# ---- block 1 ----
Fig. 1: block 1, cells coloured by class
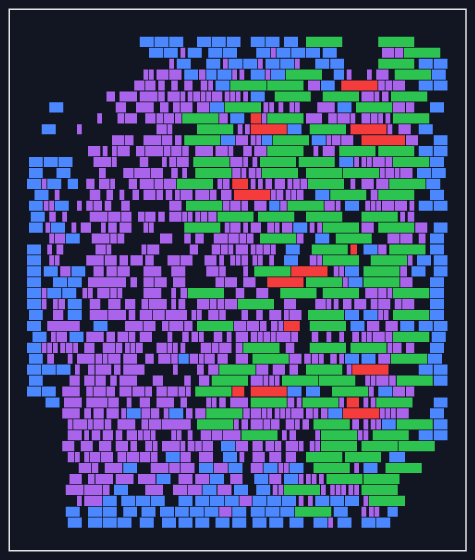

[config.mk]
export PLATFORM = sky130hd
export DESIGN_NAME = pc_sequencer
export DESIGN_NICKNAME = d
export VERILOG_FILES = /design/src/rtl/pc_sequencer.sv
export SDC_FILE = /design/constraint.sdc
export NUM_CORES = 1
export LEC_CHECK = 0
export CAP_MARGIN = 20
export CORE_ASPECT_RATIO = 1.2
export CORE_MARGIN = 4
export CORE_UTILIZATION = 52
export CTS_CLUSTER_SIZE = 24
export DETAILED_ROUTE_END_ITERATION = 7
export PLACE_DENSITY = 0.92
export SKIP_CTS_REPAIR_TIMING = 1
export SLEW_MARGIN = 20
export SYNTH_ARGS = -nofsm -noshare
export SYNTH_HDL_FRONTEND = slang
export SYNTH_SLANG_ARGS = --single-unit
[constraint.sdc]
create_clock -name clk -period 10.07 [get_ports clk]
set_clock_uncertainty 0.1 [all_clocks]
set_input_delay 1.5105 -clock clk [delete_from_list [all_inputs] [get_ports clk]]
set_output_delay 1.5105 -clock clk [all_outputs]
set_load 0.01 [all_outputs]
[src/rtl/pc_sequencer.sv]
// pc_sequencer: next-PC selection, PC register, IRQ sync/pending latch,
// kernel-mode jr protection, EPC capture and retired-instruction counter.
module pc_sequencer #(
    parameter int unsigned   AW    = 32,
    parameter logic [AW-1:0] START = 32'h0000_0000,
    parameter logic [AW-1:0] ILLOP = 32'h8000_0004,
    parameter logic [AW-1:0] XADR  = 32'h8000_0008,
    parameter int unsigned   SYNC  = 2,
    parameter int unsigned   CW    = 32
) (
    input  logic          clk,
    input  logic          reset,
    input  logic          advance,
    input  logic [2:0]    pc_src,
    input  logic          cond,
    input  logic [15:0]   imm,
    input  logic [25:0]   jt,
    input  logic [AW-1:0] jr_target,
    input  logic          irq_in,
    output logic [AW-1:0] pc,
    output logic [AW-1:0] pc_plus4,
    output logic          kernel,
    output logic          irq_ack,
    output logic [AW-1:0] epc,
    output logic [CW-1:0] instret
);

    // Fewer than two synchroniser flops is not metastability-safe.
    localparam int unsigned SD = (SYNC < 2) ? 2 : SYNC;

    logic [SD-1:0] sync_q, sync_d;
    logic          lvl_q, lvl_d;
    logic          pending_q, pending_d;
    logic          irq_ack_q, irq_ack_d;
    logic [AW-1:0] pc_q, pc_d;
    logic [AW-1:0] epc_q, epc_d;
    logic [CW-1:0] instret_q, instret_d;

    logic          irq_edge;
    logic          take;
    logic [AW-1:0] imm_off;
    logic [AW-2:0] seq_low;
    logic [AW-2:0] br_low;
    logic [AW-1:0] seq_pc;
    logic [AW-1:0] br_pc;
    logic [AW-1:0] jmp_pc;
    logic [AW-1:0] jr_pc;
    logic [AW-1:0] sel_pc;

    assign pc       = pc_q;
    assign pc_plus4 = seq_pc;
    assign kernel   = pc_q[AW-1];
    assign irq_ack  = irq_ack_q;
    assign epc      = epc_q;
    assign instret  = instret_q;

    // Address arithmetic: the low AW-1 bits wrap, the kernel bit is kept.
    always_comb begin
        imm_off  = {{(AW-18){imm[15]}}, imm, 2'b00};
        seq_low  = pc_q[AW-2:0] + (AW-1)'(4);
        br_low   = seq_low + imm_off[AW-2:0];
        seq_pc   = {pc_q[AW-1], seq_low};
        br_pc    = {pc_q[AW-1], br_low};
        jmp_pc   = {pc_q[AW-1:28], jt, 2'b00};
        jr_pc    = {jr_target[AW-1] & pc_q[AW-1],
                    jr_target[AW-2:0]};
    end

    // Next-PC mux driven by the control unit's pc_src.
    always_comb begin
        sel_pc = seq_pc;
        unique case (pc_src)
            3'b000: sel_pc = seq_pc;
            3'b001: sel_pc = cond ? br_pc : seq_pc;
            3'b010: sel_pc = jmp_pc;
            3'b011: sel_pc = jr_pc;
            3'b100: sel_pc = ILLOP;
            3'b101: sel_pc = XADR;
            3'b110,
            3'b111: sel_pc = START;
            default: sel_pc = START;
        endcase
    end

    // IRQ edge detect on the synchronised level; take only from user mode.
    always_comb begin
        sync_d   = {sync_q[SD-2:0], irq_in};
        lvl_d    = sync_q[SD-1];
        irq_edge = sync_q[SD-1] & ~lvl_q;
        take     = advance & pending_q & ~pc_q[AW-1];
    end

    // State update: IRQ take overrides pc_src; a stall freezes everything.
    always_comb begin
        pc_d      = pc_q;
        epc_d     = epc_q;
        instret_d = instret_q;
        irq_ack_d = 1'b0;
        pending_d = pending_q | irq_edge;
        unique case (1'b1)
            take: begin
                pc_d      = ILLOP;
                epc_d     = pc_q;
                irq_ack_d = 1'b1;
                pending_d = irq_edge;
            end
            advance & ~take: begin
                pc_d = sel_pc;
            end
            default: ;
        endcase
        if (advance) begin
            instret_d = instret_q + CW'(1);
        end
    end

    // Registers, asynchronously cleared by the active-low reset.
    always_ff @(posedge clk or negedge reset) begin
        if (!reset) begin
            sync_q    <= '0;
            lvl_q     <= 1'b0;
            pending_q <= 1'b0;
            irq_ack_q <= 1'b0;
            pc_q      <= START;
            epc_q     <= '0;
            instret_q <= '0;
        end else begin
            sync_q    <= sync_d;
            lvl_q     <= lvl_d;
            pending_q <= pending_d;
            irq_ack_q <= irq_ack_d;
            pc_q      <= pc_d;
            epc_q     <= epc_d;
            instret_q <= instret_d;
        end
    end

endmodule

# ---- block 2 ----
--- src/rtl/wb_regfile.sv ---
// Writeback stage fused with the architectural register file: selects the
// writeback value, commits it on the clock edge and serves two bypassed read ports.
module wb_regfile #(
    parameter int DATA_WIDTH  = 32,
    parameter int ADDR_WIDTH  = 5,
    parameter int COUNT_WIDTH = 32
) (
    input  logic                   Clk,
    input  logic                   Rst,
    input  logic                   RegWrite_In,
    input  logic                   MemToReg_In,
    input  logic                   Link_In,
    input  logic [DATA_WIDTH-1:0]  DM_ReadData_In,
    input  logic [DATA_WIDTH-1:0]  ALU_Result_In,
    input  logic [DATA_WIDTH-1:0]  PC_AddResult_In,
    input  logic [ADDR_WIDTH-1:0]  MEM_WB_Rd_In,
    input  logic [ADDR_WIDTH-1:0]  ReadReg1,
    input  logic [ADDR_WIDTH-1:0]  ReadReg2,
    output logic [DATA_WIDTH-1:0]  ReadData1,
    output logic [DATA_WIDTH-1:0]  ReadData2,
    output logic [DATA_WIDTH-1:0]  WriteData_Out,
    output logic [ADDR_WIDTH-1:0]  LastWriteReg,
    output logic [DATA_WIDTH-1:0]  LastWriteData,
    output logic [COUNT_WIDTH-1:0] WriteCount
);

    localparam int NUM_REGS = 2 ** ADDR_WIDTH;

    logic [DATA_WIDTH-1:0] regs [NUM_REGS];
    logic                  write_en;

    // Link outranks the load path, which outranks the ALU result.
    always_comb begin
        WriteData_Out = ALU_Result_In;
        if (Link_In)
            WriteData_Out = PC_AddResult_In;
        else if (MemToReg_In)
            WriteData_Out = DM_ReadData_In;
    end

    assign write_en = RegWrite_In && (MEM_WB_Rd_In != '0);

    always_ff @(posedge Clk or posedge Rst) begin
        if (Rst) begin
            for (int i = 0; i < NUM_REGS; i++)
                regs[i] <= '0;
            LastWriteReg  <= '0;
            LastWriteData <= '0;
            WriteCount    <= '0;
        end else if (write_en) begin
            regs[MEM_WB_Rd_In] <= WriteData_Out;
            LastWriteReg       <= MEM_WB_Rd_In;
            LastWriteData      <= WriteData_Out;
            WriteCount         <= WriteCount + 1'b1;
        end
    end

    // Write-through bypass lets ID read the value being committed this cycle;
    // index 0 reads as zero regardless of storage or bypass.
    always_comb begin
        ReadData1 = regs[ReadReg1];
        if (ReadReg1 == '0)
            ReadData1 = '0;
        else if (write_en && (MEM_WB_Rd_In == ReadReg1))
            ReadData1 = WriteData_Out;
    end

    always_comb begin
        ReadData2 = regs[ReadReg2];
        if (ReadReg2 == '0)
            ReadData2 = '0;
        else if (write_en && (MEM_WB_Rd_In == ReadReg2))
            ReadData2 = WriteData_Out;
    end

endmodule

--- config.mk ---
export PLATFORM = sky130hd
export DESIGN_NAME = wb_regfile
export DESIGN_NICKNAME = d
export VERILOG_FILES = /design/src/rtl/wb_regfile.sv
export SDC_FILE = /design/constraint.sdc
export NUM_CORES = 2
export LEC_CHECK = 0
export CORE_ASPECT_RATIO = 1.5
export CORE_MARGIN = 2
export CORE_UTILIZATION = 52
export DETAILED_ROUTE_END_ITERATION = 7
export GPL_ROUTABILITY_DRIVEN = 0
export PLACE_DENSITY = 0.7
export SYNTH_ARGS = -nofsm -noshare
export SYNTH_HDL_FRONTEND = slang
export SYNTH_SLANG_ARGS = --single-unit
--- constraint.sdc ---
create_clock -name Clk -period 95.5 [get_ports Clk]
set_input_delay 14.325 -clock Clk [delete_from_list [all_inputs] [get_ports Clk]]
set_output_delay 14.325 -clock Clk [all_outputs]
set_load 0.1 [all_outputs]
# ---- block 3 ----
[config.mk]
export PLATFORM = sky130hd
export DESIGN_NAME = mult_requester
export DESIGN_NICKNAME = d
export VERILOG_FILES = /design/src/rtl/mult_requester.sv
export SDC_FILE = /design/constraint.sdc
export NUM_CORES = 1
export LEC_CHECK = 0
export ABC_CLOCK_PERIOD_IN_PS = 2160
export CAP_MARGIN = 5
export CORE_AREA = 2 2 78 58
export DETAILED_ROUTE_END_ITERATION = 8
export DIE_AREA = 0 0 80 60
export PLACE_DENSITY_LB_ADDON = 0.1
export SLEW_MARGIN = 20
export SYNTH_ARGS = -nofsm -noshare
export SYNTH_HDL_FRONTEND = slang
export SYNTH_SLANG_ARGS = --single-unit
export TNS_END_PERCENT = 100
[constraint.sdc]
create_clock -name clk -period 2.16 [get_ports clk]
set_clock_uncertainty 0.05 [all_clocks]
set_input_delay 0.648 -clock clk [delete_from_list [all_inputs] [get_ports clk]]
set_output_delay 0.648 -clock clk [all_outputs]
set_load 0.05 [all_outputs]
[src/rtl/mult_requester.sv]
// Operand latch and request/response sequencer for an external multiplier.
// Bounded wait for the completion strobe, with a sticky timeout flag.
module mult_requester #(
  parameter int WIDTH   = 8,
  parameter int TIMEOUT = 16
) (
  input  logic               clk,
  input  logic               rst,
  input  logic [WIDTH-1:0]   sw_in,
  input  logic               load_a,
  input  logic               load_b,
  input  logic               start,
  input  logic               clear_err,
  output logic [WIDTH-1:0]   op_a,
  output logic [WIDTH-1:0]   op_b,
  output logic               mult_valid,
  input  logic               mult_done,
  input  logic [2*WIDTH-1:0] mult_product,
  output logic [2*WIDTH-1:0] result,
  output logic               result_valid,
  output logic               busy,
  output logic               error
);

  localparam int CNT_W = $clog2(TIMEOUT + 1);
  localparam logic [CNT_W-1:0] LAST_CNT = CNT_W'(TIMEOUT - 1);

  typedef enum logic [1:0] {
    IDLE  = 2'd0,
    REQ   = 2'd1,
    WAIT  = 2'd2,
    ERROR = 2'd3
  } state_t;

  state_t             state_r;
  state_t             next_state_s;
  logic [CNT_W-1:0]   wait_cnt_r;
  logic [WIDTH-1:0]   op_a_r;
  logic [WIDTH-1:0]   op_b_r;
  logic [2*WIDTH-1:0] result_r;
  logic               mult_valid_r;
  logic               result_valid_r;
  logic               busy_r;
  logic               error_r;
  logic               capture_s;

  assign capture_s = (state_r == WAIT) && mult_done;

  // Next-state decode; completion wins over the timeout in the final wait cycle.
  always_comb begin
    next_state_s = state_r;
    case (state_r)
      IDLE: begin
        if (start) begin
          next_state_s = REQ;
        end else begin
          next_state_s = IDLE;
        end
      end
      REQ: begin
        next_state_s = WAIT;
      end
      WAIT: begin
        if (mult_done) begin
          next_state_s = IDLE;
        end else if (wait_cnt_r == LAST_CNT) begin
          next_state_s = ERROR;
        end else begin
          next_state_s = WAIT;
        end
      end
      ERROR: begin
        if (clear_err) begin
          next_state_s = IDLE;
        end else begin
          next_state_s = ERROR;
        end
      end
      default: begin
        next_state_s = IDLE;
      end
    endcase
  end

  // State register.
  always_ff @(posedge clk) begin
    if (rst) begin
      state_r <= IDLE;
    end else begin
      state_r <= next_state_s;
    end
  end

  // Operand capture (IDLE only), wait counter and result capture.
  always_ff @(posedge clk) begin
    if (rst) begin
      op_a_r     <= {WIDTH{1'b0}};
      op_b_r     <= {WIDTH{1'b0}};
      result_r   <= {(2*WIDTH){1'b0}};
      wait_cnt_r <= {CNT_W{1'b0}};
    end else begin
      if ((state_r == IDLE) && load_a) begin
        op_a_r <= sw_in;
      end
      if ((state_r == IDLE) && load_b) begin
        op_b_r <= sw_in;
      end
      case (state_r)
        REQ: begin
          wait_cnt_r <= {CNT_W{1'b0}};
        end
        WAIT: begin
          if (!mult_done) begin
            wait_cnt_r <= wait_cnt_r + CNT_W'(1);
          end
        end
        default: begin
          wait_cnt_r <= wait_cnt_r;
        end
      endcase
      if (capture_s) begin
        result_r <= mult_product;
      end
    end
  end

  // Status outputs are registered from the upcoming state so they align with it.
  always_ff @(posedge clk) begin
    if (rst) begin
      mult_valid_r   <= 1'b0;
      result_valid_r <= 1'b0;
      busy_r         <= 1'b0;
      error_r        <= 1'b0;
    end else begin
      mult_valid_r   <= (next_state_s == REQ);
      result_valid_r <= capture_s;
      busy_r         <= (next_state_s == REQ) || (next_state_s == WAIT);
      error_r        <= (next_state_s == ERROR);
    end
  end

  assign op_a         = op_a_r;
  assign op_b         = op_b_r;
  assign result       = result_r;
  assign mult_valid   = mult_valid_r;
  assign result_valid = result_valid_r;
  assign busy         = busy_r;
  assign error        = error_r;

endmodule

# ---- block 4 ----
===== src/rtl/axi_lite_mem_slave.sv =====
// AXI4-Lite responder fronting a single-ported backend: one AW+W or AR transaction in flight,
// fair write/read arbitration, one backend access each. Macro AXI_SLV_RANGE_CHECK_EN enables DECERR decoding.
module axi_lite_mem_slave #(
  parameter int                    ADDR_WIDTH = 64,
  parameter int                    DATA_WIDTH = 64,
  parameter logic [ADDR_WIDTH-1:0] BASE_ADDR  = '0,
  parameter logic [ADDR_WIDTH-1:0] MEM_BYTES  = ADDR_WIDTH'(64'h1000_0000)
) (
  input  logic                    clk,
  input  logic                    rst,
  input  logic [ADDR_WIDTH-1:0]   awaddr,
  input  logic [2:0]              awport,
  input  logic                    awvalid,
  output logic                    awready,
  input  logic [DATA_WIDTH-1:0]   wdata,
  input  logic [DATA_WIDTH/8-1:0] wstrb,
  input  logic                    wvalid,
  output logic                    wready,
  output logic [1:0]              bresp,
  output logic                    bvalid,
  input  logic                    bready,
  input  logic [ADDR_WIDTH-1:0]   araddr,
  input  logic [2:0]              arport,
  input  logic                    arvalid,
  output logic                    arready,
  output logic [DATA_WIDTH-1:0]   rdata,
  output logic [1:0]              rresp,
  output logic                    rvalid,
  input  logic                    rready,
  output logic                    mem_req,
  output logic                    mem_we,
  output logic [ADDR_WIDTH-1:0]   mem_addr,
  output logic [DATA_WIDTH/8-1:0] mem_wmask,
  output logic [DATA_WIDTH-1:0]   mem_wdata,
  input  logic [DATA_WIDTH-1:0]   mem_rdata,
  input  logic                    mem_ack,
  input  logic                    mem_err
);

  localparam int         STRB_WIDTH  = DATA_WIDTH / 8;
  localparam logic [1:0] RESP_OKAY   = 2'b00;
  localparam logic [1:0] RESP_SLVERR = 2'b10;
  localparam logic [1:0] RESP_DECERR = 2'b11;

`ifdef AXI_SLV_RANGE_CHECK_EN
  localparam bit RANGE_CHECK = 1'b1;
`else
  localparam bit RANGE_CHECK = 1'b0;
`endif

  // One extra bit so a window ending at the top of the address space does not wrap.
  localparam logic [ADDR_WIDTH:0] WIN_LO = {1'b0, BASE_ADDR};
  localparam logic [ADDR_WIDTH:0] WIN_HI = {1'b0, BASE_ADDR} + {1'b0, MEM_BYTES};

  function automatic logic in_window(input logic [ADDR_WIDTH-1:0] addr);
    logic [ADDR_WIDTH:0] addr_ext;
    addr_ext = {1'b0, addr};
    return !RANGE_CHECK || ((addr_ext >= WIN_LO) && (addr_ext < WIN_HI));
  endfunction

  typedef enum logic [2:0] {IDLE, W_ACC, W_MEM, BRESP, R_ACC, R_MEM, RRESP} state_t;

  state_t                  state_reg, state_next;
  logic                    last_read_reg;
  logic                    aw_got_reg, w_got_reg, in_win_reg;
  logic [ADDR_WIDTH-1:0]   addr_off_reg;
  logic [DATA_WIDTH-1:0]   wdata_reg, rdata_reg;
  logic [STRB_WIDTH-1:0]   wstrb_reg;
  logic [1:0]              bresp_reg, rresp_reg;

  logic aw_hs, w_hs, ar_hs, wr_pend, rd_pend, wr_in_window;
  logic unused_prot;

  assign unused_prot  = ^{awport, arport};
  assign aw_hs        = (state_reg == W_ACC) && awvalid && !aw_got_reg;
  assign w_hs         = (state_reg == W_ACC) && wvalid && !w_got_reg;
  assign ar_hs        = (state_reg == R_ACC) && arvalid;
  assign wr_pend      = awvalid || wvalid;
  assign rd_pend      = arvalid;
  // The address may arrive in the same cycle that completes the pair.
  assign wr_in_window = aw_hs ? in_window(awaddr) : in_win_reg;

  always_comb begin
    state_next = state_reg;
    awready    = 1'b0;
    wready     = 1'b0;
    arready    = 1'b0;
    bvalid     = 1'b0;
    rvalid     = 1'b0;
    mem_req    = 1'b0;
    mem_we     = 1'b0;
    case (state_reg)
      IDLE: begin
        if (wr_pend && (!rd_pend || last_read_reg)) state_next = W_ACC;
        else if (rd_pend)                           state_next = R_ACC;
      end
      W_ACC: begin
        awready = !aw_got_reg;
        wready  = !w_got_reg;
        if ((aw_got_reg || aw_hs) && (w_got_reg || w_hs))
          state_next = wr_in_window ? W_MEM : BRESP;
      end
      W_MEM: begin
        mem_req = 1'b1;
        mem_we  = 1'b1;
        if (mem_ack) state_next = BRESP;
      end
      BRESP: begin
        bvalid = 1'b1;
        if (bready) state_next = IDLE;
      end
      R_ACC: begin
        arready = 1'b1;
        if (arvalid) state_next = in_window(araddr) ? R_MEM : RRESP;
      end
      R_MEM: begin
        mem_req = 1'b1;
        if (mem_ack) state_next = RRESP;
      end
      RRESP: begin
        rvalid = 1'b1;
        if (rready) state_next = IDLE;
      end
      default: state_next = IDLE;
    endcase
  end

  always_ff @(posedge clk) begin
    if (rst) begin
      state_reg     <= IDLE;
      last_read_reg <= 1'b1;
      aw_got_reg    <= 1'b0;
      w_got_reg     <= 1'b0;
      in_win_reg    <= 1'b0;
      addr_off_reg  <= '0;
      wdata_reg     <= '0;
      wstrb_reg     <= '0;
      rdata_reg     <= '0;
      bresp_reg     <= RESP_OKAY;
      rresp_reg     <= RESP_OKAY;
    end else begin
      state_reg <= state_next;
      if (state_reg == IDLE && state_next == W_ACC) last_read_reg <= 1'b0;
      if (state_reg == IDLE && state_next == R_ACC) last_read_reg <= 1'b1;

      if (aw_hs) begin
        aw_got_reg   <= 1'b1;
        addr_off_reg <= awaddr - BASE_ADDR;
        in_win_reg   <= in_window(awaddr);
      end
      if (w_hs) begin
        w_got_reg <= 1'b1;
        wdata_reg <= wdata;
        wstrb_reg <= wstrb;
      end
      if (state_reg == W_ACC && state_next == BRESP) bresp_reg <= RESP_DECERR;
      if (state_reg == W_MEM && mem_ack) bresp_reg <= mem_err ? RESP_SLVERR : RESP_OKAY;
      if (state_reg == BRESP && bready) begin
        aw_got_reg <= 1'b0;
        w_got_reg  <= 1'b0;
      end

      if (ar_hs) begin
        addr_off_reg <= araddr - BASE_ADDR;
        if (!in_window(araddr)) begin
          rresp_reg <= RESP_DECERR;
          rdata_reg <= '0;
        end
      end
      if (state_reg == R_MEM && mem_ack) begin
        rdata_reg <= mem_rdata;
        rresp_reg <= mem_err ? RESP_SLVERR : RESP_OKAY;
      end
    end
  end

  assign bresp     = bresp_reg;
  assign rresp     = rresp_reg;
  assign rdata     = rdata_reg;
  assign mem_addr  = addr_off_reg;
  assign mem_wmask = wstrb_reg;
  assign mem_wdata = wdata_reg;

endmodule

===== config.mk =====
export PLATFORM = sky130hd
export DESIGN_NAME = axi_lite_mem_slave
export DESIGN_NICKNAME = d
export VERILOG_FILES = /design/src/rtl/axi_lite_mem_slave.sv
export SDC_FILE = /design/constraint.sdc
export NUM_CORES = 1
export LEC_CHECK = 0
export CELL_PAD_IN_SITES_DETAIL_PLACEMENT = 1
export CELL_PAD_IN_SITES_GLOBAL_PLACEMENT = 2
export CORE_AREA = 5 5 211 213
export CTS_BUF_LIST = sky130_fd_sc_hd__clkbuf_8 sky130_fd_sc_hd__clkbuf_16
export DETAILED_ROUTE_END_ITERATION = 8
export DIE_AREA = 0 0 216 218
export PLACE_DENSITY_LB_ADDON = 0.1
export RECOVER_POWER = 25
export SLEW_MARGIN = 10
export SYNTH_ARGS = -nofsm -noshare
export SYNTH_HDL_FRONTEND = slang
export SYNTH_SLANG_ARGS = --single-unit

===== constraint.sdc =====
create_clock -name clk -period 2 [get_ports clk]
set_input_delay 0.6 -clock clk [delete_from_list [all_inputs] [get_ports clk]]
set_output_delay 0.6 -clock clk [all_outputs]
set_load 0.01 [all_outputs]

# ---- block 5 ----
===== src/rtl/plate_scheduler.sv =====
// Platform slot scheduler: scrolls and respawns platform slots once per frame,
// checks doodle landings, and arbitrates per-scanline platform draw requests.
module plate_scheduler #(
    parameter int          N_PLATES  = 4,
    parameter int          PLATE_W   = 64,
    parameter int          PLATE_H   = 8,
    parameter int          DOODLE_W  = 64,
    parameter int          DOODLE_H  = 64,
    parameter int          V_RES     = 480,
    parameter int          SPACING   = 120,
    parameter logic [15:0] LFSR_SEED = 16'hACE1
) (
    input  logic        i_clk_25,
    input  logic        i_rst_n,
    input  logic        i_frame,
    input  logic        i_line,
    input  logic [15:0] i_sy,
    input  logic [5:0]  i_scroll,
    input  logic [15:0] i_doodle_x,
    input  logic [15:0] i_doodle_y,
    input  logic        i_doodle_falling,
    output logic        o_plate_start,
    output logic [15:0] o_platex,
    output logic        o_bounce,
    output logic        o_busy
);

    localparam int K_W = (N_PLATES > 1) ? $clog2(N_PLATES) : 1;
    localparam logic [K_W-1:0] K_LAST = K_W'(N_PLATES - 1);
    localparam logic signed [16:0] V_RES_S = 17'(V_RES);
    localparam logic signed [16:0] PLATE_W_S = 17'(PLATE_W);
    localparam logic signed [16:0] PLATE_H_S = 17'(PLATE_H);
    localparam logic signed [16:0] DOODLE_W_S = 17'(DOODLE_W);
    localparam logic signed [16:0] DOODLE_H_S = 17'(DOODLE_H);

    typedef enum logic [1:0] {IDLE, UPDATE, COLLIDE, DONE} state_t;

    state_t state, state_next;

    logic [K_W-1:0]     k;
    logic signed [15:0] x [N_PLATES];
    logic signed [15:0] y [N_PLATES];
    logic [15:0]        lfsr;
    logic [5:0]         scroll;
    logic signed [15:0] dx, dy;
    logic               falling;
    logic               flag;

    logic signed [16:0] yn, y_wrap, bottom;
    logic               respawn, hit;
    logic               match;
    logic signed [15:0] win_x;

    function automatic logic signed [16:0] sext(input logic signed [15:0] v);
        return {v[15], v};
    endfunction

    // Fibonacci taps 16,14,13,11 (bits 15,13,12,10), shifting left.
    function automatic logic [15:0] lfsr_step(input logic [15:0] v);
        return {v[14:0], v[15] ^ v[13] ^ v[12] ^ v[10]};
    endfunction

    always_ff @(posedge i_clk_25) begin
        if (!i_rst_n) begin
            state <= IDLE;
        end else begin
            state <= state_next;
        end
    end

    always_comb begin
        state_next = state;
        case (state)
            IDLE:    if (i_frame) state_next = UPDATE;
            UPDATE:  if (k == K_LAST) state_next = COLLIDE;
            COLLIDE: if (k == K_LAST) state_next = DONE;
            DONE:    state_next = IDLE;
            default: state_next = IDLE;
        endcase
    end

    always_comb begin
        yn      = sext(y[k]) + signed'({11'b0, scroll});
        y_wrap  = yn - V_RES_S;
        respawn = (yn >= V_RES_S);
        bottom  = sext(dy) + DOODLE_H_S;
        hit     = falling
                  && (sext(y[k]) <= bottom)
                  && (bottom < sext(y[k]) + PLATE_H_S)
                  && (sext(dx) + DOODLE_W_S > sext(x[k]))
                  && (sext(dx) < sext(x[k]) + PLATE_W_S);
    end

    // Descending scan so the lowest-index matching slot wins.
    always_comb begin
        match = 1'b0;
        win_x = '0;
        for (int i = N_PLATES - 1; i >= 0; i--) begin
            if (y[i] == $signed(i_sy)) begin
                match = 1'b1;
                win_x = x[i];
            end
        end
    end

    always_ff @(posedge i_clk_25) begin
        if (!i_rst_n) begin
            k             <= '0;
            lfsr          <= LFSR_SEED;
            scroll        <= '0;
            dx            <= '0;
            dy            <= '0;
            falling       <= 1'b0;
            flag          <= 1'b0;
            o_plate_start <= 1'b0;
            o_platex      <= '0;
            for (int i = 0; i < N_PLATES; i++) begin
                x[i] <= 16'(64 + 128 * i);
                y[i] <= 16'(V_RES - SPACING * (i + 1));
            end
        end else begin
            o_plate_start <= i_line && match;
            if (i_line && match) o_platex <= win_x;

            case (state)
                IDLE: begin
                    if (i_frame) begin
                        scroll  <= i_scroll;
                        dx      <= i_doodle_x;
                        dy      <= i_doodle_y;
                        falling <= i_doodle_falling;
                        flag    <= 1'b0;
                        k       <= '0;
                    end
                end
                UPDATE: begin
                    if (respawn) begin
                        y[k] <= y_wrap[15:0];
                        x[k] <= {7'b0, lfsr[8:0]};
                        lfsr <= lfsr_step(lfsr);
                    end else begin
                        y[k] <= yn[15:0];
                    end
                    k <= (k == K_LAST) ? '0 : k + K_W'(1);
                end
                COLLIDE: begin
                    flag <= flag | hit;
                    k    <= (k == K_LAST) ? '0 : k + K_W'(1);
                end
                default: ;
            endcase
        end
    end

    assign o_busy   = (state != IDLE);
    assign o_bounce = (state == DONE) && flag;

endmodule


===== config.mk =====
export PLATFORM = sky130hd
export DESIGN_NAME = plate_scheduler
export DESIGN_NICKNAME = d
export VERILOG_FILES = /design/src/rtl/plate_scheduler.sv
export SDC_FILE = /design/constraint.sdc
export NUM_CORES = 1
export LEC_CHECK = 0
export CELL_PAD_IN_SITES_DETAIL_PLACEMENT = 1
export CELL_PAD_IN_SITES_GLOBAL_PLACEMENT = 1
export CORE_UTILIZATION = 42
export CTS_CLUSTER_SIZE = 24
export DETAILED_ROUTE_END_ITERATION = 7
export PLACE_DENSITY = 0.77
export SLEW_MARGIN = 20
export SYNTH_ARGS = -nofsm -noshare
export SYNTH_HDL_FRONTEND = slang
export SYNTH_SLANG_ARGS = --single-unit

===== constraint.sdc =====
create_clock -name i_clk_25 -period 5.3 [get_ports i_clk_25]
set_input_delay 1.06 -clock i_clk_25 [delete_from_list [all_inputs] [get_ports i_clk_25]]
set_output_delay 1.06 -clock i_clk_25 [all_outputs]
set_load 0.01 [all_outputs]


## Gallery

Clock distribution.
image #1
The bar under the picture is 100 um long.
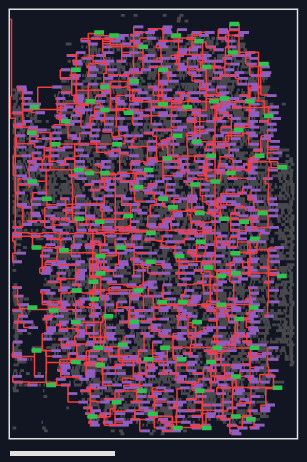
image #2
The bar under the picture is 50 um long.
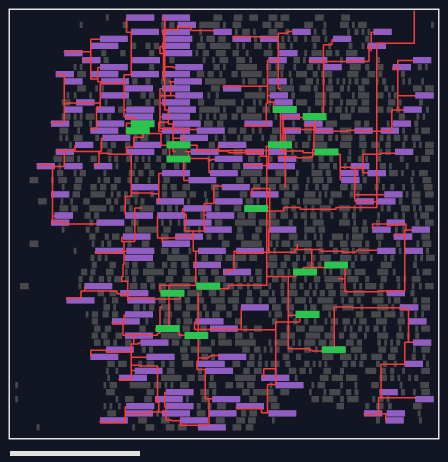
image #3
The bar under the picture is 50 um long.
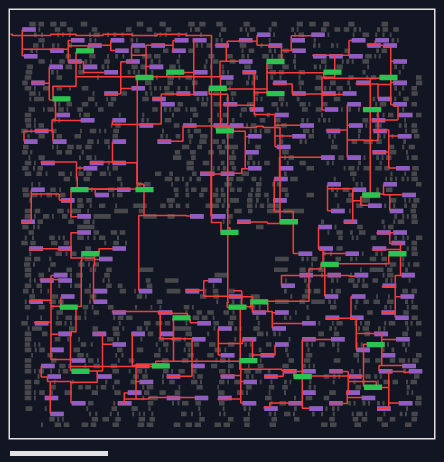
image #4
The bar under the picture is 20 um long.
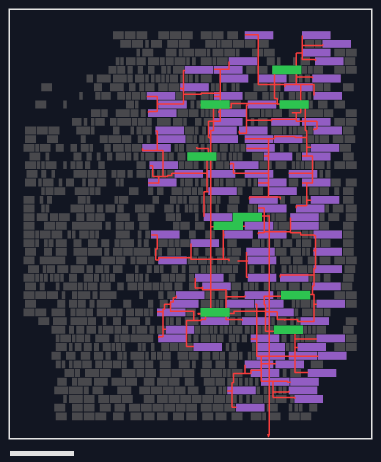
image #5
The bar under the picture is 20 um long.
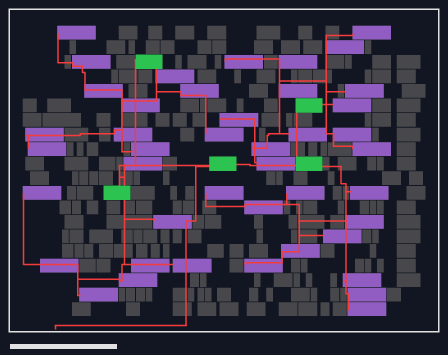
- largest die: image #1
- smallest die: image #5
For block 4, see image #3.
For block 5, see image #2.
For block 2, see image #1.
For block 1, see image #4.
For block 3, see image #5.

Fig. 2: block 3, routed metal, one colour a layer
The bar under the picture is 20 um long.
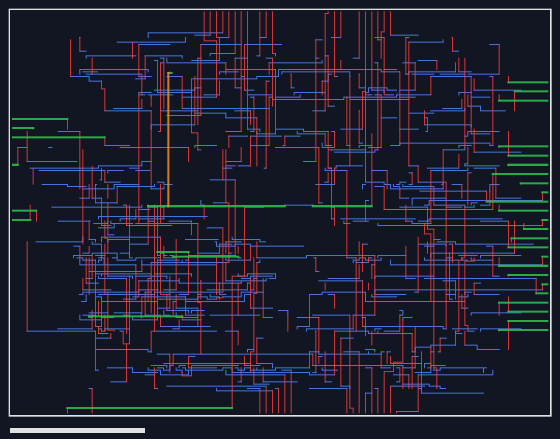
legend:
  metal 3:
    colour: green
    wire_length: 235 um
  metal 1:
    colour: blue
    wire_length: 1940 um
  metal 4:
    colour: orange
    wire_length: 19.7 um
  metal 2:
    colour: red
    wire_length: 1590 um

Fig. 3: block 3, PDN straps and rails
The bar under the picture is 20 um long. Pins as bars on the die edge.
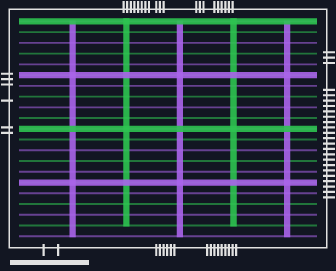
legend:
  VDD:
    colour: green
  VSS:
    colour: purple
signal pins: 67
met1 rails: 21

==> impl_metrics.env, block 3 <==
# source this file to load flow results
export IMPL_grtUsageMet2_pct=23.21
export IMPL_synth_seq_share_pct=50.93
export IMPL_simple_gate_share_pct=20.95
export IMPL_use_met1_pct=23.46
export IMPL_min_period_ps=2116
export IMPL_logic_family="simple AND/OR/NAND/NOR gates"
export IMPL_outcome="finished clean"
export IMPL_cts_sinks=43
export IMPL_worstPathCellList="clkdlybuf4s50_1"
export IMPL_crit_fanout=2
export IMPL_pwr_share_comb_pct=22.5
export IMPL_cts_repair_resized=0
export IMPL_p_seq_mw=0.856
export IMPL_peakVddDrop_v=0.0003548
export IMPL_max_stage_delay_ps=800
export IMPL_largest_reg_flops=16
export IMPL_cp_top_family="buffers and inverters"
export IMPL_fin_util_pct=61.46
export IMPL_grt_use_met3_pct=4.532
export IMPL_layout_non_clock_buffers=77
export IMPL_insertion_delay_ps=290
export IMPL_grt_pass1_vias=1324
export IMPL_mux_area_share_pct=9.474
export IMPL_stdcell_count=314
export IMPL_ant_nets=0
export IMPL_cts_hold_buf=0
export IMPL_drc=0
export IMPL_wl_per_cell_um=12.04
export IMPL_yosys_area_um2=1690
export IMPL_tool_warnings=27
export IMPL_nonClockInverterCount=7
export IMPL_synthAoiAreaFrac_pct=10.51
export IMPL_drive_gt1_share_pct=16.99
export IMPL_dp_cells=306
export IMPL_drv_slew=0
export IMPL_setup_viol=0
export IMPL_synth_xor_area_share_pct=0
export IMPL_adder_share_pct=2.961
export IMPL_required_ps=1460
export IMPL_p_comb_mw=0.409
export IMPL_pwr_share_clk_pct=30.4
Fig. 4: block 5, the clock network
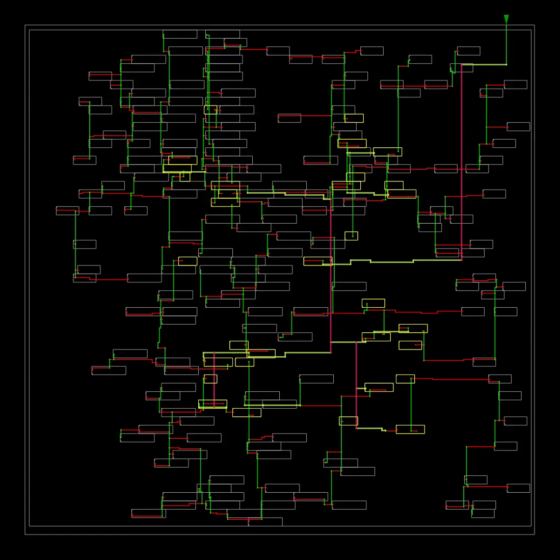
clock skew: 19.35 ps
CLK BUF: 17

==> impl_metrics.env, block 5 <==
# source this file to load flow results
export IMPL_top_cells_by_count="165 x nand2_1, 100 x edfxtp_1, 88 x nor2_1"
export IMPL_fin_ws_ps=317.6
export IMPL_criticalPathCategory="flip-flop to flip-flop"
export IMPL_largest_register="y"
export IMPL_met3WireLength_mm=1.805
export IMPL_ff_type="edfxtp_1"
export IMPL_drive_gt1_share_pct=9.680
export IMPL_cp_top_family="AND-OR/OR-AND gates"
export IMPL_adder_share_pct=7.260
export IMPL_cp_end_kind="flip-flop"
export IMPL_placed_cell_area_um2=12130
export IMPL_dp_cells=1522
export IMPL_maxPowerGroup="combinational logic"
export IMPL_cts_repair_resized=0
export IMPL_setup_worst_path_end="x[0][0]$_SDFFCE_PN0P_"
export IMPL_stdcell_count=1554
export IMPL_crit_top_cell="ha_1"
export IMPL_mux_area_share_pct=7.597
export IMPL_grt_pass1_wl_mm=52.69
export IMPL_edf_count=100
export IMPL_num_antenna_cells=0
export IMPL_setup_viol=0
export IMPL_layout_non_clock_buffers=97
export IMPL_grt_use_met3_pct=3.566
export IMPL_yosys_stat_cells=1152
export IMPL_p_seq_mw=1.82
export IMPL_topRoutingLayerUsed="met4"
export IMPL_outcome="finished clean"
export IMPL_fp_dieH_um=164.8
export IMPL_ant_nets=0
export IMPL_synth_xor_area_share_pct=8.182
export IMPL_final_clk_cell_share_pct=5.113
export IMPL_post_cts_setup_buffers=0
export IMPL_finalCritPeriodShare_pct=94.01
export IMPL_largest_reg_flops=64
export IMPL_maxCapViolations=0
export IMPL_rsz0062_at_grt="yes"
export IMPL_cts_inserted_buffers=17
export IMPL_grt_pass1_vias=9473
export IMPL_cellPowerDensity_nw_per_um2=505.1
export IMPL_min_path_cells=2
export IMPL_regToRegEndpoint="x[0][0]$_SDFFCE_PN0P_"
export IMPL_gr_total_overflow=0
export IMPL_buf_share_pct=7.059
export IMPL_power_switching_mw=2.964
export IMPL_viasPerCell=5.957
export IMPL_worstPathArrival_ps=5080
export IMPL_crit_buf_inv=1
export IMPL_synth_async_reset_ratio_pct=0
export IMPL_cts_hold_buf=0
export IMPL_core_area_um2=26060
export IMPL_rrSetupSlack_ps=320
export IMPL_finalPower_mw=6.464
export IMPL_dp_hpwl_mm=25.56
export IMPL_syn_area_um2=11130
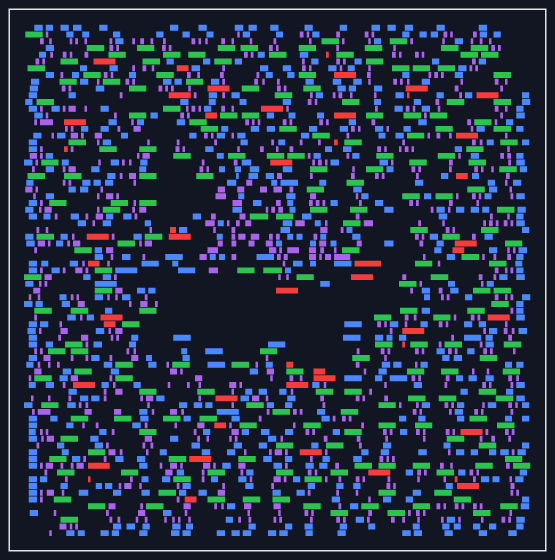
Fig. 5. Cells coloured by class (block 4).
legend:
  combinational and other logic:
    colour: purple
    cells: 730
    share_of_their_area: 25%
  sequential cells:
    colour: green
    cells: 210
    share_of_their_area: 30%
  clock drivers and dummy loads:
    colour: red
    cells: 48
    share_of_their_area: 6.7%
  remaining buffers and delay cells:
    colour: blue
    cells: 535
    share_of_their_area: 38%

==> impl_metrics.env, block 4 <==
# source this file to load flow results
export IMPL_outcome="finished, violations left"
export IMPL_violations="setup timing"
export IMPL_skew_ps=15.86
export IMPL_fmax_ghz=0.4650
export IMPL_pwr_share_clk_pct=35.0
export IMPL_top_cells_by_count="404 x nand2_1, 210 x dfxtp_1, 142 x a21oi_1"
export IMPL_crit_fanout=3
export IMPL_worstPathCellList="or3b_4, nor2_2, buf_6"
export IMPL_adder_share_pct=0
export IMPL_viasPerCell=4.244
export IMPL_insertion_delay_ps=550
export IMPL_seq_area_um2=4207
export IMPL_power_switching_mw=4.435
export IMPL_grt_use_met3_pct=6.553
export IMPL_final_clk_cell_share_pct=6.370
export IMPL_layout_cells_most_common="nand2_1"
export IMPL_cellPowerDensity_nw_per_um2=989.5
export IMPL_tool_warnings=34
export IMPL_grt_pass1_vias=9326
export IMPL_syn_area_um2=7965
export IMPL_setup_viol=13
export IMPL_cp_top_family="simple AND/OR/NAND/NOR gates"
export IMPL_place_congestion=0.7388
export IMPL_worstSetupStartpointType="flip-flop"
export IMPL_fin_ws_ps=-150.6
export IMPL_post_cts_setup_buffers=8
export IMPL_nWellTaps=546
export IMPL_pre_cts_ws_ps=-263.6
export IMPL_drive_gt1_share_pct=8.076
export IMPL_grtUsageMet2_pct=26.80
export IMPL_cts_hold_buf=0
export IMPL_cts_repair_resized=262
export IMPL_synth_cells=1026
export IMPL_nMultiInputCombCells=728
export IMPL_fill_cells=5010
export IMPL_grt_busiest_layer="met2"
export IMPL_cts_tree="built"
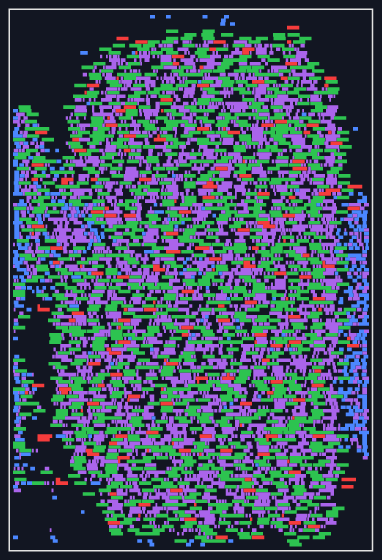
Fig. 6. Cells coloured by class (block 2).
legend:
  sequential cells:
    colour: green
    cells: 1093
    share_of_their_area: 45%
  remaining buffers and delay cells:
    colour: blue
    cells: 405
    share_of_their_area: 6.2%
  combinational and other logic:
    colour: purple
    cells: 3560
    share_of_their_area: 43%
  clock drivers and dummy loads:
    colour: red
    cells: 194
    share_of_their_area: 5.8%

==> impl_metrics.env, block 2 <==
# source this file to load flow results
export IMPL_synthAoiAreaFrac_pct=14.84
export IMPL_fmax_ghz=0.02933
export IMPL_cp_top_family="buffers and inverters"
export IMPL_sh_comb_area_pct=41.96
export IMPL_antenna_found_initial=9
export IMPL_ys_warn_count=0
export IMPL_r2r_start="WriteCount[3]$_DFFE_PP0P_"
export IMPL_syn_to_final_growth_pct=12.54
export IMPL_grt_pass1_wl_mm=301.9
export IMPL_mux_area_share_pct=20.98
export IMPL_drtIter0Drc=6454
export IMPL_fill_cells=8716
export IMPL_vias=45470
export IMPL_critPathLaunch="MEM_WB_Rd_In[2]"
export IMPL_grt_max_degree=182
export IMPL_viasPerCell=6.820
export IMPL_fin_util_pct=58.98
export IMPL_worst_hold_startpoint="regs[992]$_DFFE_PP0P_"
export IMPL_min_period_ps=34100
export IMPL_nonClockInverterCount=37
export IMPL_use_met1_pct=48.05
export IMPL_edf_count=0
export IMPL_regToRegEndpoint="WriteCount[21]$_DFFE_PP0P_"
export IMPL_cts_tree="built"
export IMPL_crit_buf_inv=3
export IMPL_num_antenna_cells=1
export IMPL_syn_avg_cell_area_um2=10.80
export IMPL_drv_slew=0
export IMPL_grt_pass1_vias=45180
export IMPL_fin_ws_ps=61400
export IMPL_setup_worst_path_end="ReadData2[19]"
export IMPL_simple_gate_share_pct=10.04
export IMPL_fin_setup_tns_ps=0
export IMPL_seqPwrFrac_pct=44.1
export IMPL_seq_area_um2=27350
export IMPL_synth_async_reset_ratio_pct=100.0
export IMPL_hold_viol=0
export IMPL_crit_top_cell="clkdlybuf4s50_1"
export IMPL_cts_root_buf="clkbuf_16"
export IMPL_outcome="finished clean"
export IMPL_fp_dieH_um=406.3
export IMPL_synth_cells=5196
export IMPL_drtPass1Iterations=6
export IMPL_crit_fanout=19
export IMPL_syn_num_nets=5313
export IMPL_met3WireLength_mm=28.38
export IMPL_top_area_share_pct=48.75
export IMPL_design_area_um2=63140
export IMPL_required_ps=81180
export IMPL_placed_cell_area_um2=59570
export IMPL_power_switching_mw=0.4596
export IMPL_top_cells_by_count="1107 x nand2_1, 1093 x dfrtp_1, 1083 x o21ai_0"
export IMPL_yosys_area_um2=56100
export IMPL_clkSlewWorstSetupHoldPaths_ps=60
export IMPL_hold_class="flip-flop to flip-flop"
export IMPL_finalCritPeriodShare_pct=35.71
export IMPL_cellPowerDensity_nw_per_um2=21.86
Fig. 7: block 1, PDN straps and rails
The bar under the picture is 20 um long. Pins as bars on the die edge.
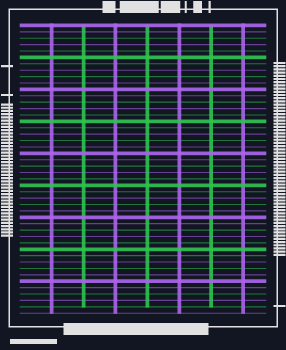
legend:
  VDD:
    colour: green
  VSS:
    colour: purple
met5 straps: 9
signal pins: 212
met4 straps: 7

## Picture notes: Fig. 1
legend:
  remaining buffers and delay cells:
    colour: blue
    cells: 218
    share_of_their_area: 24%
  combinational and other logic:
    colour: purple
    cells: 663
    share_of_their_area: 45%
  sequential cells:
    colour: green
    cells: 101
    share_of_their_area: 28%
  clock drivers and dummy loads:
    colour: red
    cells: 16
    share_of_their_area: 3.4%

==> impl_metrics.env, block 1 <==
# source this file to load flow results
export IMPL_sh_comb_area_pct=43.67
export IMPL_worstPathCellList="ha_1, nand3_1, nor2_2, nand3_1, nor2_1, nand3_1, xnor2_1, clkdlybuf4s50_1"
export IMPL_die_w_um=113.3
export IMPL_top_area_share_pct=36.50
export IMPL_grt_use_met3_pct=5.144
export IMPL_worstSetupStartpointType="flip-flop"
export IMPL_most_common_layout_cells="210 x clkdlybuf4s50_1, 156 x nand2_1, 101 x dfrtp_1"
export IMPL_fill_cells=963
export IMPL_syn_to_final_growth_pct=35.31
export IMPL_peakVddDrop_v=0.0001408
export IMPL_viasPerCell=6.146
export IMPL_cts_inserted_buffers=9
export IMPL_antenna_found_initial=0
export IMPL_outcome="finished clean"
export IMPL_min_to="sync_q[1]$_DFF_PN0_"
export IMPL_drc=0
export IMPL_criticalPathCategory="flip-flop to output port"
export IMPL_chip_area_um2=15230
export IMPL_nonClockInverterCount=19
export IMPL_fmax_ghz=0.2037
export IMPL_grt_pass1_wl_mm=36.77
export IMPL_yosys_area_um2=6924
export IMPL_regToRegEndpoint="pc[29]$_DFFE_PN0P_"
export IMPL_use_met1_pct=38.67
export IMPL_powerClk_mw=0.355
export IMPL_layout_non_clock_buffers=218
export IMPL_drt_total_wl_mm=23.04
export IMPL_logic_family="AND-OR/OR-AND gates"
export IMPL_synth_seq_share_pct=36.50
export IMPL_fin_hold_ws_ps=252.8
export IMPL_ant_nets=0
export IMPL_design_area_um2=9369
export IMPL_top_cells_by_count="156 x nand2_1, 101 x dfrtp_1, 58 x nor2_1"
export IMPL_top_cell="nand2_1"
export IMPL_hold_class="flip-flop to flip-flop"
export IMPL_grt_pass1_vias=7060
export IMPL_core_area_um2=12840
export IMPL_internal_power_mw=1.043
export IMPL_topCellsByArea="dfrtp_1 37%, nand2_1 8.5%, xnor2_1 6.8%"
export IMPL_mux_area_share_pct=0.9216
export IMPL_layout_cells_most_common="clkdlybuf4s50_1"
export IMPL_fp_dieH_um=134.4
export IMPL_syn_area_um2=6924
export IMPL_clock_buffer_count=9
export IMPL_reg2regPathDepth=17
export IMPL_grtUsageMet2_pct=50.89
export IMPL_final_clk_cell_share_pct=3.285

# ---- block 6 ----
Fig. 8: block 6, clock distribution
The bar under the picture is 20 um long.
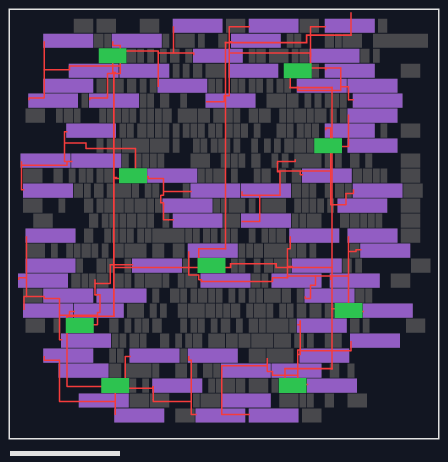
Fig. 9: block 6, the clock network
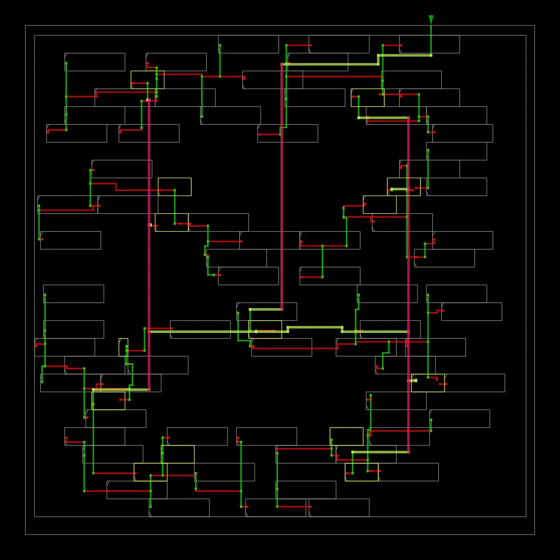
### src/rtl/period_meter.sv
// period_meter: measures the period and high time of a slow square wave in
// system-clock cycles. sig_in is synchronised, rising edges are detected,
// and every completed input cycle produces a one-cycle valid pulse together
// with the registered period and high_time. A sticky timeout flags an input
// that stops toggling before the cycle counter saturates.
module period_meter #(
    parameter int CNT_W       = 16,
    parameter int SYNC_STAGES = 2
) (
    input  logic             clk,
    input  logic             rst,
    input  logic             en,
    input  logic             sig_in,
    output logic [CNT_W-1:0] period,
    output logic [CNT_W-1:0] high_time,
    output logic             valid,
    output logic             timeout,
    output logic             busy
);

    typedef enum logic {
        WAIT_FIRST = 1'b0,
        MEASURE    = 1'b1
    } state_t;

    // Last count value before the counter would run out of range; a rise on
    // this cycle still reports a period of 2^CNT_W-1.
    localparam logic [CNT_W-1:0] CNT_SAT = {{(CNT_W-1){1'b1}}, 1'b0};
    localparam logic [CNT_W-1:0] CNT_ONE = {{(CNT_W-1){1'b0}}, 1'b1};

    state_t                 state;
    logic [SYNC_STAGES-1:0] sync;
    logic                   s;
    logic                   s_d;
    logic                   rise;
    logic [CNT_W-1:0]       cnt;
    logic [CNT_W-1:0]       hcnt;

    assign s    = sync[SYNC_STAGES-1];
    assign rise = s & ~s_d;

    // Bring sig_in into the clk domain and keep one cycle of history for edge detection.
    always_ff @(posedge clk or negedge rst) begin
        if (!rst) begin
            sync <= '0;
            s_d  <= 1'b0;
        end else begin
            sync <= {sync[SYNC_STAGES-2:0], sig_in};
            s_d  <= s;
        end
    end

    // Measurement FSM: arm on the first rise, then count each full input cycle.
    always_ff @(posedge clk or negedge rst) begin
        if (!rst) begin
            state     <= WAIT_FIRST;
            cnt       <= '0;
            hcnt      <= '0;
            period    <= '0;
            high_time <= '0;
            valid     <= 1'b0;
            timeout   <= 1'b0;
            busy      <= 1'b0;
        end else begin
            valid <= 1'b0;
            if (!en) begin
                // Abort: partial counts are dropped, results and timeout are kept.
                state <= WAIT_FIRST;
                cnt   <= '0;
                hcnt  <= '0;
                busy  <= 1'b0;
            end else begin
                case (state)
                    WAIT_FIRST: begin
                        if (rise) begin
                            state <= MEASURE;
                            cnt   <= '0;
                            hcnt  <= CNT_ONE;
                            busy  <= 1'b1;
                        end
                    end
                    MEASURE: begin
                        if (rise) begin
                            // The rise cycle closes this period and opens the next one.
                            period    <= cnt + CNT_ONE;
                            high_time <= hcnt;
                            valid     <= 1'b1;
                            timeout   <= 1'b0;
                            cnt       <= '0;
                            hcnt      <= CNT_ONE;
                        end else if (cnt == CNT_SAT) begin
                            state   <= WAIT_FIRST;
                            timeout <= 1'b1;
                            busy    <= 1'b0;
                            cnt     <= '0;
                            hcnt    <= '0;
                        end else begin
                            cnt <= cnt + CNT_ONE;
                            if (s) begin
                                hcnt <= hcnt + CNT_ONE;
                            end
                        end
                    end
                    default: begin
                        state <= WAIT_FIRST;
                        busy  <= 1'b0;
                    end
                endcase
            end
        end
    end

endmodule

### config.mk
export PLATFORM = sky130hd
export DESIGN_NAME = period_meter
export DESIGN_NICKNAME = d
export VERILOG_FILES = /design/src/rtl/period_meter.sv
export SDC_FILE = /design/constraint.sdc
export NUM_CORES = 1
export LEC_CHECK = 0
export ABC_AREA = 1
export CAP_MARGIN = 20
export CORE_MARGIN = 1
export CORE_UTILIZATION = 60
export DETAILED_ROUTE_END_ITERATION = 8
export GPL_TIMING_DRIVEN = 1
export MAX_ROUTING_LAYER = met4
export PLACE_DENSITY = 0.93
export SYNTH_ARGS = -nofsm -noshare
export SYNTH_HDL_FRONTEND = slang
export SYNTH_SLANG_ARGS = --single-unit
export TNS_END_PERCENT = 5
### constraint.sdc
create_clock -name clk -period 3.8 [get_ports clk]
set_input_delay 0.38 -clock clk [delete_from_list [all_inputs] [get_ports clk]]
set_output_delay 0.38 -clock clk [all_outputs]
set_load 0.02 [all_outputs]
==> impl_metrics.env <==
# source this file to load flow results
export IMPL_simple_gate_share_pct=28.56
export IMPL_pwr_share_comb_pct=9.5
export IMPL_post_cts_setup_buffers=0
export IMPL_mux_area_share_pct=0
export IMPL_drtIter0Drc=223
export IMPL_synth_seq_share_pct=51.73
export IMPL_seqPwrFrac_pct=53.2
export IMPL_cts_repair_resized=0
export IMPL_fill_cells=400
export IMPL_port_buffers=38
export IMPL_buf_share_pct=10.15
export IMPL_peakVddDrop_v=0.0002810
export IMPL_most_common_layout_cells="130 x nand2_1, 71 x dfrtp_1, 49 x inv_1"
export IMPL_yosys_area_um2=3435
export IMPL_hold_viol=14
export IMPL_violations="hold timing"
export IMPL_syn_area_um2=3435
export IMPL_finalPower_mw=1.490
export IMPL_fp_utilization_pct=62.37
export IMPL_rrSetupSlack_ps=1520
export IMPL_fin_setup_tns_ps=0
export IMPL_place_congestion=0.9360
export IMPL_pin_count=39
export IMPL_fin_hold_ws_ps=-4.579
export IMPL_worstPathArrival_ps=2520
export IMPL_top_area_cell="dfrtp_1"
export IMPL_grt_pass1_wl_mm=12.48
export IMPL_top_area_share_pct=51.73
export IMPL_internal_power_mw=1.132
export IMPL_crit_buf_inv=2
export IMPL_ys_types=24
export IMPL_ant_nets=0
export IMPL_outcome="finished, violations left"
export IMPL_regToRegEndpoint="hcnt[13]$_DFFE_PN0P_"
export IMPL_nMultiInputCombCells=292
export IMPL_wl_met2_mm=3.513
export IMPL_min_period_ps=2276
export IMPL_grt_busiest_layer="met2"
export IMPL_seq_area_share_pct=43.95
export IMPL_grt_use_met3_pct=5.882
export IMPL_r2r_start="cnt[0]$_DFFE_PN0P_"
export IMPL_worstSetupStartpointType="flip-flop"
export IMPL_ys_warn_count=0
export IMPL_logic_family="simple AND/OR/NAND/NOR gates"
export IMPL_fin_nets=473
export IMPL_synth_flops=71
export IMPL_cts_hold_buf=0
About Fig. 8:
legend:
  clock wires:
    colour: red
    length: 794 um
  clock drivers:
    colour: green
    count: 9
  flip-flops:
    colour: purple
    count: 71
flops lie: widely spread
routed clock nets: 10

About Fig. 9:
Sink Count: 71
clock skew: 4.424 ps
clk pwr: 0.556 mW



==> notes/layouts.md <==
Pictures saved along the way, in no particular order.

Routed metal, one colour a layer.
picture 1
The bar under the picture is 50 um long.
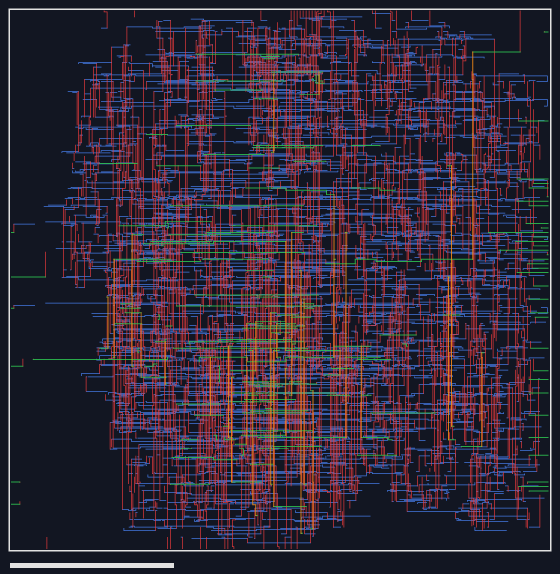
picture 2
The bar under the picture is 20 um long.
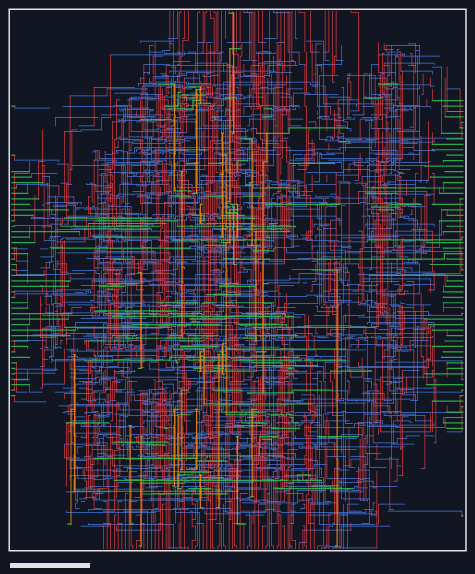
picture 3
The bar under the picture is 50 um long.
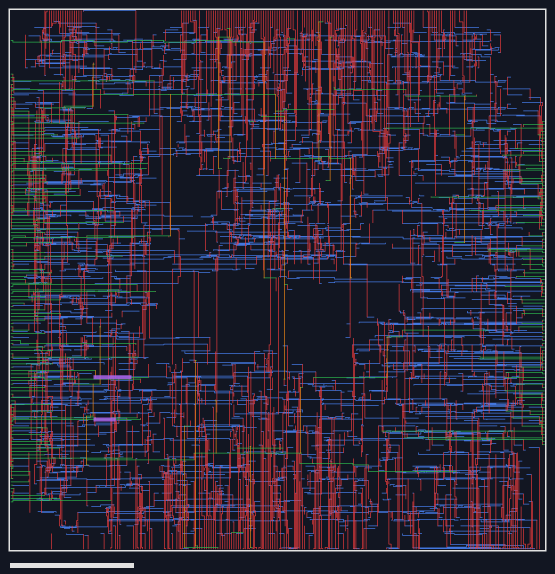
picture 4
The bar under the picture is 100 um long.
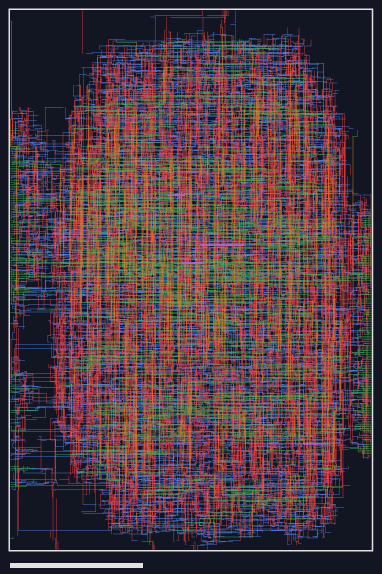
picture 5
The bar under the picture is 20 um long.
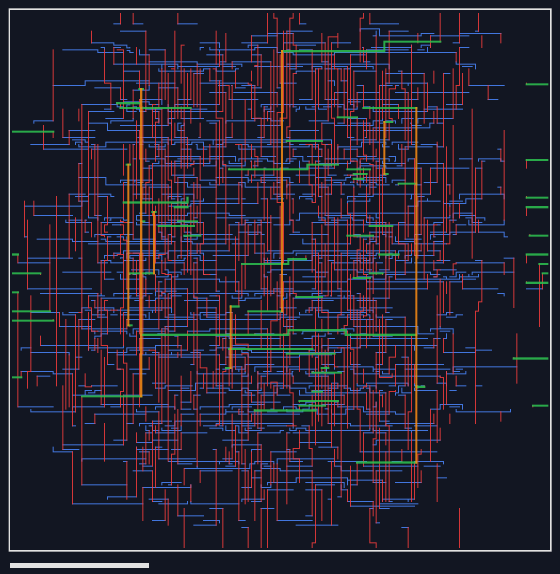
- block 2 = picture 4
- block 1 = picture 2
- block 5 = picture 1
- block 6 = picture 5
- block 4 = picture 3
Of these, least wire: picture 5

Power is estimated from default activity; no workload was simulated.
